==================== design 1
Design 1, I/O nets highlighted:
Scale: 2 px per um.
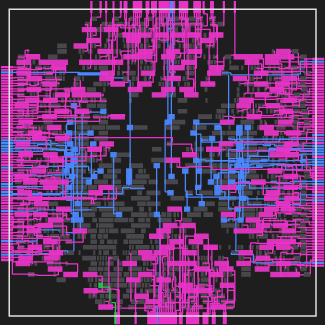
Design 1, the metal 2 layer:
Scale: 2 px per um.
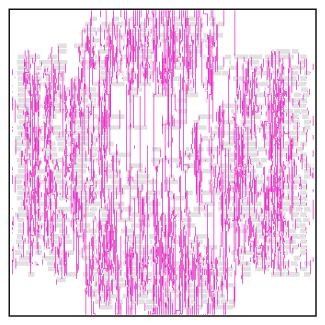
## src/rtl/register_bank_beat_wr_pkg.sv

```systemverilog
// Shared types and default widths for the beat-written register bank.
// No logic; package only.
// No backpressure; package only.
package register_bank_beat_wr_pkg;

    localparam int DEF_REG_WIDTH = 64;
    localparam int DEF_BUS_WIDTH = 32;

    typedef enum logic [1:0] {
        IDLE   = 2'd0,
        FILL   = 2'd1,
        COMMIT = 2'd2
    } state_t;

endpackage

```

## src/rtl/register_bank_beat_wr_if.sv

```systemverilog
// Beat write bus: valid/ready handshake plus abort and completion pulses.
// No latency; wires only.
// The slave throttles the master through wr_ready.
interface register_bank_beat_wr_if
    import register_bank_beat_wr_pkg::*;
#(
    parameter int ADDR_W    = 2,
    parameter int BUS_WIDTH = DEF_BUS_WIDTH
);
    logic                 wr_valid;
    logic                 wr_ready;
    logic [ADDR_W-1:0]    wr_addr;
    logic [BUS_WIDTH-1:0] wr_data;
    logic                 wr_abort;
    logic                 wr_done;
    logic                 wr_err;

    modport master (
        output wr_valid, wr_addr, wr_data, wr_abort,
        input  wr_ready, wr_done, wr_err
    );

    modport slave (
        input  wr_valid, wr_addr, wr_data, wr_abort,
        output wr_ready, wr_done, wr_err
    );
endinterface

```

## src/rtl/register_bank_beat_wr_word.sv

```systemverilog
// One wide register with synchronous active-high reset and load enable.
// Latency: q follows d one cycle after load.
// No backpressure; load is obeyed unconditionally.
module register_word_r_en #(
    parameter int REG_WIDTH = 64
) (
    input  logic                 clk,
    input  logic                 reset,
    input  logic                 load,
    input  logic [REG_WIDTH-1:0] d,
    output logic [REG_WIDTH-1:0] q
);
    // Hold value unless loaded; reset wins over load.
    always_ff @(posedge clk) begin
        if (reset)     q <= '0;
        else if (load) q <= d;
    end
endmodule

```

## src/rtl/register_bank_beat_wr.sv

```systemverilog
// Bank of NUM_REGS wide registers written as BEATS narrow beats, committed atomically.
// Latency: last beat at t+BEATS-1, COMMIT at t+BEATS, d_out and wr_done at t+BEATS+1.
// wr_ready drops for the single COMMIT cycle and during reset. Optional readback: REGBANK_READBACK_EN.
module register_bank_beat_wr
    import register_bank_beat_wr_pkg::*;
#(
    parameter int NUM_REGS  = 3,
    parameter int REG_WIDTH = DEF_REG_WIDTH,
    parameter int BUS_WIDTH = DEF_BUS_WIDTH,
    localparam int BEATS    = REG_WIDTH / BUS_WIDTH,
    localparam int ADDR_W   = (NUM_REGS > 1) ? $clog2(NUM_REGS) : 1
) (
    input  logic                          clk,
    input  logic                          reset,
    register_bank_beat_wr_if.slave        wr,
    output logic                          busy,
    output logic [NUM_REGS*REG_WIDTH-1:0] d_out
`ifdef REGBANK_READBACK_EN
    ,
    input  logic [ADDR_W-1:0]             rd_addr,
    output logic [REG_WIDTH-1:0]          rd_data
`endif
);
    localparam int CNT_W = $clog2(BEATS + 1);
    localparam logic [CNT_W-1:0] LAST_BEAT = CNT_W'(BEATS - 1);

    state_t               state, state_nxt;
    logic [CNT_W-1:0]     beat_cnt;
    logic [ADDR_W-1:0]    addr_q;
    logic [REG_WIDTH-1:0] shadow;
    logic                 done_q, err_q;
    logic                 accept, commit, in_range;
    logic [REG_WIDTH-1:0] regs [NUM_REGS];

    assign in_range   = (32'(addr_q) < NUM_REGS);
    assign wr.wr_done = done_q;
    assign wr.wr_err  = err_q;

    // State register.
    always_ff @(posedge clk) begin
        if (reset) state <= IDLE;
        else       state <= state_nxt;
    end

    // Next-state: abort only matters in FILL and beats the final beat.
    always_comb begin
        state_nxt = state;
        case (state)
            IDLE:    if (accept) state_nxt = (BEATS == 1) ? COMMIT : FILL;
            FILL:    if (wr.wr_abort)                         state_nxt = IDLE;
                     else if (accept && beat_cnt == LAST_BEAT) state_nxt = COMMIT;
            COMMIT:  state_nxt = IDLE;
            default: state_nxt = IDLE;
        endcase
    end

    // Outputs decoded from state; ready is forced low while reset is held.
    always_comb begin
        wr.wr_ready = !reset && (state != COMMIT);
        busy        = (state != IDLE);
        commit      = (state == COMMIT);
        accept      = wr.wr_valid && wr.wr_ready;
    end

    // Shadow collection, target latch and completion pulses.
    always_ff @(posedge clk) begin
        if (reset) begin
            shadow   <= '0;
            beat_cnt <= '0;
            addr_q   <= '0;
            done_q   <= 1'b0;
            err_q    <= 1'b0;
        end else begin
            done_q <= 1'b0;
            err_q  <= 1'b0;
            case (state)
                IDLE: begin
                    if (accept) begin
                        addr_q                  <= wr.wr_addr;
                        shadow[BUS_WIDTH-1:0]   <= wr.wr_data;
                        beat_cnt                <= CNT_W'(1);
                    end
                end
                FILL: begin
                    if (wr.wr_abort) begin
                        shadow   <= '0;
                        beat_cnt <= '0;
                    end else if (accept) begin
                        for (int k = 0; k < BEATS; k++) begin
                            if (beat_cnt == CNT_W'(k))
                                shadow[k*BUS_WIDTH +: BUS_WIDTH] <= wr.wr_data;
                        end
                        beat_cnt <= beat_cnt + CNT_W'(1);
                    end
                end
                COMMIT: begin
                    done_q   <= in_range;
                    err_q    <= !in_range;
                    beat_cnt <= '0;
                end
                default: ;
            endcase
        end
    end

    // One storage word per register; only the addressed word loads on commit.
    for (genvar i = 0; i < NUM_REGS; i++) begin : g_reg
        register_word_r_en #(.REG_WIDTH(REG_WIDTH)) u_word (
            .clk   (clk),
            .reset (reset),
            .load  (commit && (32'(addr_q) == i)),
            .d     (shadow),
            .q     (regs[i])
        );
        assign d_out[i*REG_WIDTH +: REG_WIDTH] = regs[i];
    end

`ifdef REGBANK_READBACK_EN
    logic [REG_WIDTH-1:0] rd_next;

    // Read mux; unmatched addresses read as zero.
    always_comb begin
        rd_next = '0;
        for (int i = 0; i < NUM_REGS; i++) begin
            if (32'(rd_addr) == i) rd_next = regs[i];
        end
    end

    // Registered read port.
    always_ff @(posedge clk) begin
        if (reset) rd_data <= '0;
        else       rd_data <= rd_next;
    end
`endif
endmodule

```

## src/flat_wrapper.sv

```systemverilog
// flat-port wrapper written by rule: the top's interface ports become plain ports
module register_bank_beat_wr_flat import register_bank_beat_wr_pkg::*;
#(
    parameter int NUM_REGS  = 3,
    parameter int REG_WIDTH = DEF_REG_WIDTH,
    parameter int BUS_WIDTH = DEF_BUS_WIDTH,
    localparam int BEATS    = REG_WIDTH / BUS_WIDTH,
    localparam int ADDR_W   = (NUM_REGS > 1) ? $clog2(NUM_REGS) : 1
)
  (clk, reset, busy, d_out, wr_wr_valid, wr_wr_addr, wr_wr_data, wr_wr_abort, wr_wr_ready, wr_wr_done, wr_wr_err);
  register_bank_beat_wr_if #(.ADDR_W(2), .BUS_WIDTH(BUS_WIDTH)) wr_i ();
  input  logic clk;
  input  logic reset;
  output logic busy;
  output logic [NUM_REGS*REG_WIDTH-1:0] d_out;
  input wire logic [$bits(wr_i.wr_valid)-1:0] wr_wr_valid;
  input wire logic [$bits(wr_i.wr_addr)-1:0] wr_wr_addr;
  input wire logic [$bits(wr_i.wr_data)-1:0] wr_wr_data;
  input wire logic [$bits(wr_i.wr_abort)-1:0] wr_wr_abort;
  output wire logic [$bits(wr_i.wr_ready)-1:0] wr_wr_ready;
  output wire logic [$bits(wr_i.wr_done)-1:0] wr_wr_done;
  output wire logic [$bits(wr_i.wr_err)-1:0] wr_wr_err;
  assign wr_i.wr_valid = wr_wr_valid;
  assign wr_i.wr_addr = wr_wr_addr;
  assign wr_i.wr_data = wr_wr_data;
  assign wr_i.wr_abort = wr_wr_abort;
  assign wr_wr_ready = wr_i.wr_ready;
  assign wr_wr_done = wr_i.wr_done;
  assign wr_wr_err = wr_i.wr_err;
  register_bank_beat_wr #(.NUM_REGS(NUM_REGS), .REG_WIDTH(REG_WIDTH), .BUS_WIDTH(BUS_WIDTH)) u_core (.clk(clk), .reset(reset), .wr(wr_i), .busy(busy), .d_out(d_out));
endmodule
```

## config.mk

```make
export PLATFORM = sky130hd
export DESIGN_NAME = register_bank_beat_wr_flat
export DESIGN_NICKNAME = d
export VERILOG_FILES = /design/src/rtl/register_bank_beat_wr_pkg.sv /design/src/rtl/register_bank_beat_wr_if.sv /design/src/rtl/register_bank_beat_wr_word.sv /design/src/rtl/register_bank_beat_wr.sv /design/src/flat_wrapper.sv
export SDC_FILE = /design/constraint.sdc
export NUM_CORES = 1
export LEC_CHECK = 0
export CORE_MARGIN = 2
export CORE_UTILIZATION = 41
export CTS_BUF_LIST = sky130_fd_sc_hd__clkbuf_8
export DETAILED_ROUTE_END_ITERATION = 16
export PLACE_DENSITY = 0.78
export SYNTH_ARGS = -nofsm -noshare
export SYNTH_HDL_FRONTEND = slang
export SYNTH_SLANG_ARGS = --single-unit
export TNS_END_PERCENT = 20
```

## constraint.sdc

```tcl
create_clock -name clk -period 2.1 [get_ports clk]
set_input_delay 0.525 -clock clk [delete_from_list [all_inputs] [get_ports clk]]
set_output_delay 0.525 -clock clk [all_outputs]
set_load 0.02 [all_outputs]
```

==> out/qor.csv <==
metric,value,unit
cts.root.buffer_cell,clkbuf_8,
post-dp-hpwl,18300,um
chipArea,23300,um^2
critical_path.startpoint_type,register,
vias,8046,
power_frac_comb,3.7,%
clk_latency,530,ps
crit_fanout,2,
timing.fmax,491,MHz
tns,0,ps
post_synth_num_cell_types,35,
most-common-layout-cells,"nand2_1, dfxtp_1, clkdlybuf4s50_1, a21oi_1, a22o_1",
grt_overflow,0,
ctsHoldBuffers,0,
r2r_start,u_core.state[0],
areaGrowthSynthToFinish,39.1,%
n_all_inverters,5,
path_depth,1,
grt_max_degree,112,
synthSimpleGateAreaFrac,18.1,%
grt_pass1_wl,42200,um
pg_seq,5.13,mW
dpl_worst_slack,47.6,ps
vdd_drop_max,0.598,mV
flop_cell,dfxtp_1,
largest_reg_flops,192,
status,"finished, final reports clean",
clkCellAreaFrac,6.94,%
final_antenna_net_count,0,
drive_gt1_share,8.23,%
grt_setup_unrepaired,false,
ios,234,
relSlewSlack,39.7,%
top_register,u_core.g.u_word.q,
aoi_share,17.8,%
vias_per_cell,5.13,
use_met1,27.6,%
hold_end,u_core.state[0],
power_density,784,nW/um^2
r2r_end,u_core.g_reg[0].u_word.q[15],
use_met2,37.4,%
logic_gate_count,680,
place_congestion,0.805,
final-hold-violation-count,0,
yosysWarningCount,0,
finalSetupViolations,0,
top_area_share,58.4,%
## Picture notes: 'I/O nets highlighted' of design 1
Key: green = wr_wr_ready [bits 1, direction output, end cells 1, buffers 1, wire 18.3 um]; magenta = d_out [bits 192, direction output, end cells 192, buffers 192, wire 6280 um]; blue = wr_wr_data [bits 32, direction input, end cells 64, buffers 32, wire 2530 um]

## Picture notes: 'the metal 2 layer' of design 1
The longest straight run is 56.8 um. The layer holds 47% of the routed length. The layer carries 12700 um of wire.


==================== design 2
Design 2, routed metal, one colour a layer:
Scale: 8 px per um. Only two layers are drawn.
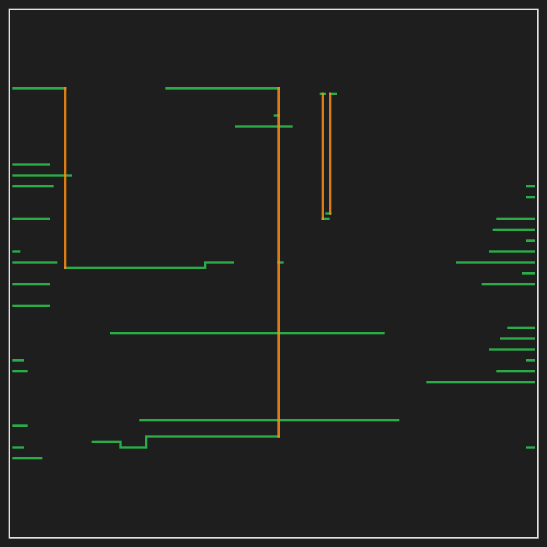
## config.mk

```make
export PLATFORM = sky130hd
export DESIGN_NAME = hazard_scoreboard_flat
export DESIGN_NICKNAME = d
export VERILOG_FILES = /design/src/rtl/hazard_scoreboard_pkg.sv /design/src/rtl/hazard_scoreboard_if.sv /design/src/rtl/hazard_scoreboard_sb_match.sv /design/src/rtl/hazard_scoreboard.sv /design/src/flat_wrapper.sv
export SDC_FILE = /design/constraint.sdc
export NUM_CORES = 1
export LEC_CHECK = 0
export CAP_MARGIN = 5
export CORE_UTILIZATION = 43
export DETAILED_ROUTE_END_ITERATION = 8
export PLACE_DENSITY_LB_ADDON = 0.08
export SYNTH_ARGS = -nofsm -noshare
export SYNTH_HDL_FRONTEND = slang
export SYNTH_SLANG_ARGS = --single-unit
```

## constraint.sdc

```tcl
create_clock -name clk -period 1.84 [get_ports clk]
set_clock_uncertainty 0.1 [all_clocks]
set_input_delay 0.276 -clock clk [delete_from_list [all_inputs] [get_ports clk]]
set_output_delay 0.276 -clock clk [all_outputs]
set_load 0.02 [all_outputs]
```

## src/rtl/hazard_scoreboard_pkg.sv

```systemverilog
`default_nettype none
// ============================================================================
// Module      : asip_pkg
// Description : Shared types and constants for the decode-stage hazard scoreboard.
// Revision    : 1.0 - initial release
// ============================================================================
package asip_pkg;

    localparam int REG_ADDR_W  = 4;
    localparam int STALL_CNT_W = 16;

    typedef struct packed {
        logic                  valid;
        logic                  vf;
        logic [REG_ADDR_W-1:0] dest;
    } sb_entry_t;

    function automatic logic [STALL_CNT_W-1:0] sat_inc(input logic [STALL_CNT_W-1:0] v);
        return (&v) ? v : v + 1'b1;
    endfunction

endpackage
`default_nettype wire

```

## src/rtl/hazard_scoreboard_if.sv

```systemverilog
`default_nettype none
// ============================================================================
// Module      : hazard_scoreboard_if
// Description : Decode-side and write-back signals of the hazard scoreboard.
// Revision    : 1.0 - initial release
// ============================================================================
interface hazard_scoreboard_if;
    import asip_pkg::*;

    logic                   id_valid;
    logic                   id_wreg;
    logic                   id_vf;
    logic [REG_ADDR_W-1:0]  id_dest;
    logic [REG_ADDR_W-1:0]  id_src2;
    logic [REG_ADDR_W-1:0]  id_src3;
    logic [1:0]             id_src_en;
    logic [1:0]             id_muxR;
    logic                   flush;
    logic                   stall;
    logic                   issue;
    logic                   bubble;
    logic                   wb_valid;
    logic                   wb_vf;
    logic [REG_ADDR_W-1:0]  wb_dest;
    logic [STALL_CNT_W-1:0] stall_count;

    modport master (
        output id_valid, id_wreg, id_vf, id_dest, id_src2, id_src3,
               id_src_en, id_muxR, flush,
        input  stall, issue, bubble, wb_valid, wb_vf, wb_dest, stall_count
    );

    modport slave (
        input  id_valid, id_wreg, id_vf, id_dest, id_src2, id_src3,
               id_src_en, id_muxR, flush,
        output stall, issue, bubble, wb_valid, wb_vf, wb_dest, stall_count
    );

endinterface
`default_nettype wire

```

## src/rtl/hazard_scoreboard_sb_match.sv

```systemverilog
`default_nettype none
// ============================================================================
// Module      : sb_match
// Description : Compares one scoreboard entry against one decoded source read.
// Revision    : 1.0 - initial release
// ============================================================================
module sb_match
    import asip_pkg::*;
(
    input  sb_entry_t             i_entry,
    input  logic [REG_ADDR_W-1:0] i_src_addr,
    input  logic                  i_src_vf,
    input  logic                  i_src_en,
    output logic                  o_match
);

    // Register file select is part of the address: R5 and V5 never alias.
    assign o_match = i_src_en
                   & i_entry.valid
                   & (i_entry.vf   == i_src_vf)
                   & (i_entry.dest == i_src_addr);

endmodule
`default_nettype wire

```

## src/rtl/hazard_scoreboard.sv

```systemverilog
`default_nettype none
// ============================================================================
// Module      : hazard_scoreboard
// Description : Decode interlock tracking pending register writes up to write-back.
// Revision    : 1.0 - initial release
// ============================================================================
module hazard_scoreboard
    import asip_pkg::*;
#(
    parameter int DEPTH       = 3,
    parameter int WB_BYPASS   = 0,
    parameter int FLUSH_SLOTS = 1
) (
    input  wire logic          clk,
    input  wire logic          rst,
    hazard_scoreboard_if.slave sb
);

    sb_entry_t              r_slots [DEPTH];
    sb_entry_t              w_next  [DEPTH];
    logic [DEPTH-1:0]       w_hit;
    logic                   w_hazard;
    logic                   w_stall;
    logic                   w_issue;
    logic [STALL_CNT_W-1:0] r_stall_count;

    genvar gi;
    generate
        for (gi = 0; gi < DEPTH; gi++) begin : g_slot
            localparam bit c_IN_WINDOW = (gi < DEPTH - 1) || (WB_BYPASS == 0);
            logic w_m2;
            logic w_m3;

            sb_match u_match_src2 (
                .i_entry    (r_slots[gi]),
                .i_src_addr (sb.id_src2),
                .i_src_vf   (sb.id_muxR[1]),
                .i_src_en   (sb.id_src_en[1]),
                .o_match    (w_m2)
            );

            sb_match u_match_src3 (
                .i_entry    (r_slots[gi]),
                .i_src_addr (sb.id_src3),
                .i_src_vf   (sb.id_muxR[0]),
                .i_src_en   (sb.id_src_en[0]),
                .o_match    (w_m3)
            );

            assign w_hit[gi] = c_IN_WINDOW & (w_m2 | w_m3);
        end
    endgenerate

    // Reset suppresses stalls so decode can drain while nothing is recorded.
    assign w_hazard = sb.id_valid & (|w_hit) & ~rst;
    assign w_stall  = w_hazard & ~sb.flush;
    assign w_issue  = sb.id_valid & ~w_stall & ~sb.flush;

    assign sb.stall       = w_stall;
    assign sb.issue       = w_issue;
    assign sb.bubble      = ~w_issue;
    assign sb.wb_valid    = r_slots[DEPTH-1].valid;
    assign sb.wb_vf       = r_slots[DEPTH-1].vf;
    assign sb.wb_dest     = r_slots[DEPTH-1].dest;
    assign sb.stall_count = r_stall_count;

    // Entries sitting in the youngest FLUSH_SLOTS slots are killed as they shift.
    always_comb begin
        w_next[0] = '0;
        if (w_issue && sb.id_wreg) begin
            w_next[0] = {1'b1, sb.id_vf, sb.id_dest};
        end
        for (int i = 1; i < DEPTH; i++) begin
            w_next[i] = r_slots[i-1];
            if (sb.flush && ((i - 1) < FLUSH_SLOTS)) begin
                w_next[i] = '0;
            end
        end
    end

    always_ff @(posedge clk) begin
        if (rst) begin
            for (int i = 0; i < DEPTH; i++) begin
                r_slots[i] <= '0;
            end
            r_stall_count <= '0;
        end else begin
            for (int i = 0; i < DEPTH; i++) begin
                r_slots[i] <= w_next[i];
            end
            if (w_stall) begin
                r_stall_count <= sat_inc(r_stall_count);
            end
        end
    end

endmodule
`default_nettype wire

```

## src/flat_wrapper.sv

```systemverilog
// flat-port wrapper written by rule: the top's interface ports become plain ports
module hazard_scoreboard_flat import asip_pkg::*;
#(
    parameter int DEPTH       = 3,
    parameter int WB_BYPASS   = 0,
    parameter int FLUSH_SLOTS = 1
)
  (clk, rst, sb_id_valid, sb_id_wreg, sb_id_vf, sb_id_dest, sb_id_src2, sb_id_src3, sb_id_src_en, sb_id_muxR, sb_flush, sb_stall, sb_issue, sb_bubble, sb_wb_valid, sb_wb_vf, sb_wb_dest, sb_stall_count);
  hazard_scoreboard_if sb_i ();
  input  wire logic clk;
  input  wire logic rst;
  input wire logic [$bits(sb_i.id_valid)-1:0] sb_id_valid;
  input wire logic [$bits(sb_i.id_wreg)-1:0] sb_id_wreg;
  input wire logic [$bits(sb_i.id_vf)-1:0] sb_id_vf;
  input wire logic [$bits(sb_i.id_dest)-1:0] sb_id_dest;
  input wire logic [$bits(sb_i.id_src2)-1:0] sb_id_src2;
  input wire logic [$bits(sb_i.id_src3)-1:0] sb_id_src3;
  input wire logic [$bits(sb_i.id_src_en)-1:0] sb_id_src_en;
  input wire logic [$bits(sb_i.id_muxR)-1:0] sb_id_muxR;
  input wire logic [$bits(sb_i.flush)-1:0] sb_flush;
  output wire logic [$bits(sb_i.stall)-1:0] sb_stall;
  output wire logic [$bits(sb_i.issue)-1:0] sb_issue;
  output wire logic [$bits(sb_i.bubble)-1:0] sb_bubble;
  output wire logic [$bits(sb_i.wb_valid)-1:0] sb_wb_valid;
  output wire logic [$bits(sb_i.wb_vf)-1:0] sb_wb_vf;
  output wire logic [$bits(sb_i.wb_dest)-1:0] sb_wb_dest;
  output wire logic [$bits(sb_i.stall_count)-1:0] sb_stall_count;
  assign sb_i.id_valid = sb_id_valid;
  assign sb_i.id_wreg = sb_id_wreg;
  assign sb_i.id_vf = sb_id_vf;
  assign sb_i.id_dest = sb_id_dest;
  assign sb_i.id_src2 = sb_id_src2;
  assign sb_i.id_src3 = sb_id_src3;
  assign sb_i.id_src_en = sb_id_src_en;
  assign sb_i.id_muxR = sb_id_muxR;
  assign sb_i.flush = sb_flush;
  assign sb_stall = sb_i.stall;
  assign sb_issue = sb_i.issue;
  assign sb_bubble = sb_i.bubble;
  assign sb_wb_valid = sb_i.wb_valid;
  assign sb_wb_vf = sb_i.wb_vf;
  assign sb_wb_dest = sb_i.wb_dest;
  assign sb_stall_count = sb_i.stall_count;
  hazard_scoreboard #(.DEPTH(DEPTH), .WB_BYPASS(WB_BYPASS), .FLUSH_SLOTS(FLUSH_SLOTS)) u_core (.clk(clk), .rst(rst), .sb(sb_i));
endmodule
```

==> out/qor.csv <==
metric,value,unit
postCtsResizedCells,50,
aoi_share,15.2,%
final.fill_count,258,
top_area_share,38.8,%
drive_gt1_share,42.6,%
die_h,65.9,um
violations,negative setup slack,
cell_internal_pwr,1.24,mW
comb_share,43.6,%
warnings,29,
enable_flop_cells,0,
syn_inst,188,
wl_met1,2340,um
wl_per_cell,16.2,um
synthAdderAreaFrac,0.713,%
status,"finished, violations left",
dpl-instance-area,2550,um^2
chipArea,4340,um^2
finalSetupViolations,18,
critical_path.startpoint_type,register,
cts_buffer_depth,2,
nets,294,
yosys.area.top_type,dfxtp_1,
r2r_start,u_core.r_slots[0][2],
layout.non_clock_buffers,83,
worstHoldPathType,input pin to register,
setup_ws,-263,ps
power_frac_comb,9.6,%
clockBufferCount,7,
synth_area_per_cell,9.34,um^2
drt_wl_total,5170,um
use_met2,39.8,%
top_layer_used,met4,
clkSlewWorstSetupHoldPaths,70,ps
cts.root.buffer_cell,clkbuf_8,
cp_slowest_cell,dfxtp_2,
Notes on 'routed metal, one colour a layer' of design 2 above:
Key: orange = M4 [wire length 96.6 um]; green = M3 [wire length 254 um]


==================== design 3
===== src/rtl/cam_pattern_gen.sv =====
// cam_pattern_gen: camera-style RGB565 test pattern source (PCLK=CLK/2, VSYNC/HREF); define CAM_PATTERN_GEN_FRAME_CNT_EN for frame_cnt.
module cam_pattern_gen #(
  parameter int H_ACTIVE = 640,
  parameter int H_BLANK  = 144,
  parameter int V_SYNC   = 3,
  parameter int V_BACK   = 17,
  parameter int V_ACTIVE = 480,
  parameter int V_FRONT  = 10
) (
  input  logic        CLK,
  input  logic        RST,
  input  logic        enable,
  input  logic [1:0]  mode,
  input  logic [15:0] color,
  output logic        PCLK,
  output logic        CamVsync,
  output logic        CamHsync,
  output logic [7:0]  CamData,
  output logic        busy
`ifdef CAM_PATTERN_GEN_FRAME_CNT_EN
  ,
  output logic [7:0]  frame_cnt
`endif
);
  localparam int LINE = 2 * H_ACTIVE + H_BLANK;
  localparam int HW   = $clog2(LINE);
  localparam int BW   = H_ACTIVE / 8;
  localparam int BPW  = BW > 1 ? $clog2(BW) : 1;
  localparam logic [2:0] IDLE = 3'd0, VSYNC = 3'd1, VBACK = 3'd2, ACTIVE = 3'd3, VFRONT = 3'd4;
  localparam logic [15:0] BARS [8] = '{16'hFFFF, 16'hFFE0, 16'h07FF, 16'h07E0,
                                       16'hF81F, 16'hF800, 16'h001F, 16'h0000};
  logic           pclk_q;
  logic [2:0]     state_q, state_d;
  logic [HW-1:0]  hcnt_q, hcnt_d;
  logic [15:0]    vcnt_q, vcnt_d;
  logic [1:0]     mode_q, mode_d;
  logic [15:0]    color_q, color_d;
  logic [2:0]     bar_q, bar_d;
  logic [BPW-1:0] bpix_q, bpix_d;
  logic [5:0]     x_q, x_d;
  logic [15:0]    lim, pix;
  logic           tick, line_end, v_end, hs, bwrap, fr_exit;
  // all state advances on the CLK edge where PCLK falls
  assign tick     = pclk_q;
  assign line_end = hcnt_q == HW'(LINE - 1);
  assign lim      = state_q == VSYNC ? 16'(V_SYNC) : state_q == VBACK ? 16'(V_BACK) :
                    state_q == ACTIVE ? 16'(V_ACTIVE) : 16'(V_FRONT);
  assign v_end    = vcnt_q == lim - 16'd1;
  assign hs       = state_q == ACTIVE && hcnt_q < HW'(2 * H_ACTIVE);
  assign bwrap    = bpix_q == BPW'(BW - 1);
  assign fr_exit  = tick && state_q == VFRONT && line_end && v_end;
  assign pix      = mode_q == 2'd1 ? {x_q[4:0], x_q, x_q[4:0]} :
                    mode_q == 2'd2 ? BARS[bar_q] : color_q;
  assign PCLK     = pclk_q;
  assign CamVsync = state_q == VSYNC;
  assign CamHsync = hs;
  assign CamData  = hs ? (hcnt_q[0] ? pix[7:0] : pix[15:8]) : 8'h00;
  assign busy     = state_q != IDLE;
  always_comb begin
    state_d = state_q;
    hcnt_d  = hcnt_q;
    vcnt_d  = vcnt_q;
    mode_d  = mode_q;
    color_d = color_q;
    bar_d   = bar_q;
    bpix_d  = bpix_q;
    x_d     = x_q;
    if (tick && state_q == IDLE && enable) begin
      state_d = VSYNC;
      mode_d  = mode;
      color_d = color;
    end else if (tick && state_q != IDLE) begin
      hcnt_d = line_end ? '0 : hcnt_q + 1'b1;
      if (hs && hcnt_q[0]) begin
        x_d    = x_q + 6'd1;
        bpix_d = bwrap ? '0 : bpix_q + 1'b1;
        bar_d  = bwrap ? bar_q + 3'd1 : bar_q;
      end
      if (line_end) begin
        x_d    = '0;
        bpix_d = '0;
        bar_d  = '0;
        vcnt_d = v_end ? '0 : vcnt_q + 16'd1;
      end
      if (line_end && v_end) begin
        state_d = state_q == VSYNC ? VBACK : state_q == VBACK ? ACTIVE :
                  state_q == ACTIVE ? VFRONT : enable ? VSYNC : IDLE;
        mode_d  = fr_exit && enable ? mode : mode_q;
        color_d = fr_exit && enable ? color : color_q;
      end
    end
  end
  always_ff @(posedge CLK) begin
    if (RST) begin
      pclk_q  <= 1'b0;
      state_q <= IDLE;
      hcnt_q  <= '0;
      vcnt_q  <= '0;
      mode_q  <= '0;
      color_q <= '0;
      bar_q   <= '0;
      bpix_q  <= '0;
      x_q     <= '0;
    end else begin
      pclk_q  <= ~pclk_q;
      state_q <= state_d;
      hcnt_q  <= hcnt_d;
      vcnt_q  <= vcnt_d;
      mode_q  <= mode_d;
      color_q <= color_d;
      bar_q   <= bar_d;
      bpix_q  <= bpix_d;
      x_q     <= x_d;
    end
  end
`ifdef CAM_PATTERN_GEN_FRAME_CNT_EN
  always_ff @(posedge CLK) begin
    if (RST) frame_cnt <= 8'd0;
    else if (fr_exit) frame_cnt <= frame_cnt + 8'd1;
  end
`endif
endmodule


===== config.mk =====
export PLATFORM = sky130hd
export DESIGN_NAME = cam_pattern_gen
export DESIGN_NICKNAME = d
export VERILOG_FILES = /design/src/rtl/cam_pattern_gen.sv
export SDC_FILE = /design/constraint.sdc
export NUM_CORES = 1
export LEC_CHECK = 0
export ABC_AREA = 1
export CORE_AREA = 2 2 92 94
export CTS_CLUSTER_SIZE = 20
export DETAILED_ROUTE_END_ITERATION = 7
export DIE_AREA = 0 0 94 96
export PLACE_DENSITY = 0.66
export SLEW_MARGIN = 20
export SYNTH_ARGS = -nofsm -noshare
export SYNTH_HDL_FRONTEND = slang
export SYNTH_SLANG_ARGS = --single-unit

===== constraint.sdc =====
create_clock -name CLK -period 2.23 [get_ports CLK]
set_input_delay 0.3345 -clock CLK [delete_from_list [all_inputs] [get_ports CLK]]
set_output_delay 0.3345 -clock CLK [all_outputs]
set_load 0.05 [all_outputs]

==> out/qor.csv <==
metric,value,unit
biggestRegsByFlops,"color_q x16, vcnt_q x16, hcnt_q x11",
syn_area,3490,um^2
r2r_start,state_q[2],
critPathMaxStageDelay,340,ps
dpl_worst_slack,-0.821,ps
tns,0,ps
synthAdderAreaFrac,2.15,%
flop_cell,dfxtp_1,
core_area,8050,um^2
arrival,1880,ps
grt_pass1_vias,3292,
n_all_inverters,72,
dp_cells,684,
final_area,4720,um^2
aoi_share,12.3,%
enable_flop_cells,0,
status,"finished, final reports clean",
yosysMostFrequentCell,nand2_1,
r2r_end,mode_q[0],
swShare,26.8,%
use_met1,28.5,%
clk_latency,350,ps
top_cells_by_count,"nand2_1, nor2_1, inv_1, dfxtp_1, a21oi_1",
layout.non_clock_buffers,58,
top_layer_used,met4,
wl_met1,4490,um
bufAreaShareNonClock,12.9,%
nets,628,
worstHoldPathType,register to register,
ctsHoldBuffers,0,
p_comb,0.313,mW
vias,3623,
synthSimpleGateAreaFrac,38.3,%
areaGrowthSynthToFinish,35.1,%
seqCellArea,1310,um^2
ys_seq_share,37.3,%
sequential_cell_total,65,
warnings,27,
top_area_share,37.3,%
clkSlewWorstSetupHoldPaths,70,ps
min_path_cells,2,
clockBufferCount,15,
endpoint,CamData[7],
use_met2,33.4,%
top_logic_kind,simple AND/OR/NAND/NOR gates,
drive_gt1_share,17.7,%
routed-wl-met2,4320,um
Design 3, I/O nets highlighted:
Scale: 4 px per um.
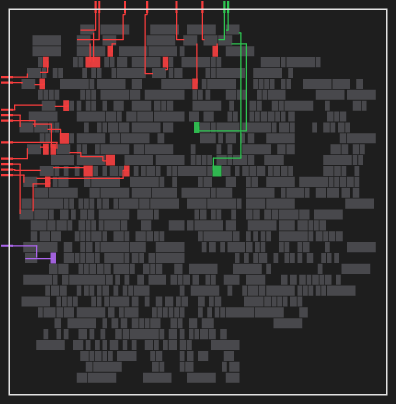
Key: green = mode [bits 2, direction input, end cells 2, buffers 2, wire 93.5 um]; red = color [bits 16, direction input, end cells 16, buffers 16, wire 257 um]; purple = CamVsync [bits 1, direction output, end cells 1, buffers 1, wire 16.0 um]



==> layout pictures side by side <==
Clock routing.
(a)
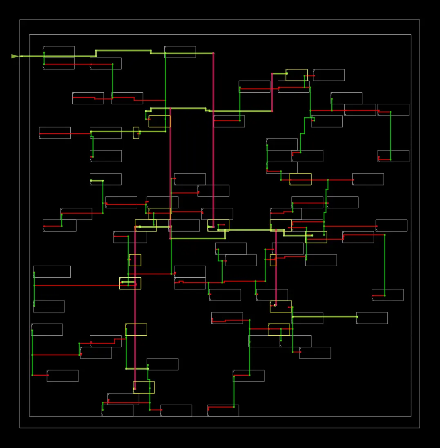
(b)
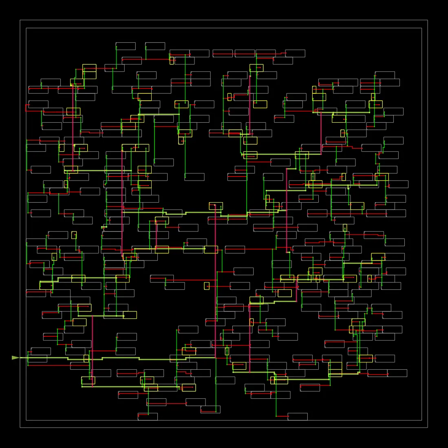
(c)
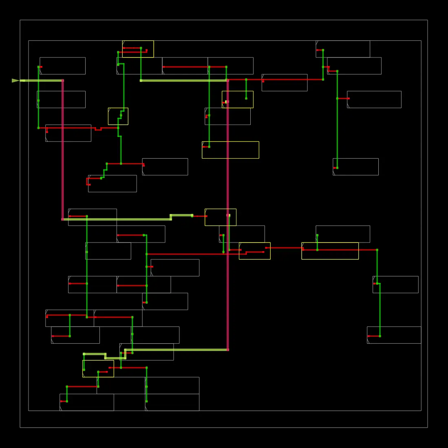
Design 1 is (b).
Design 2 is (c).
Design 3 is (a).
- fewest sequential cells: (c)

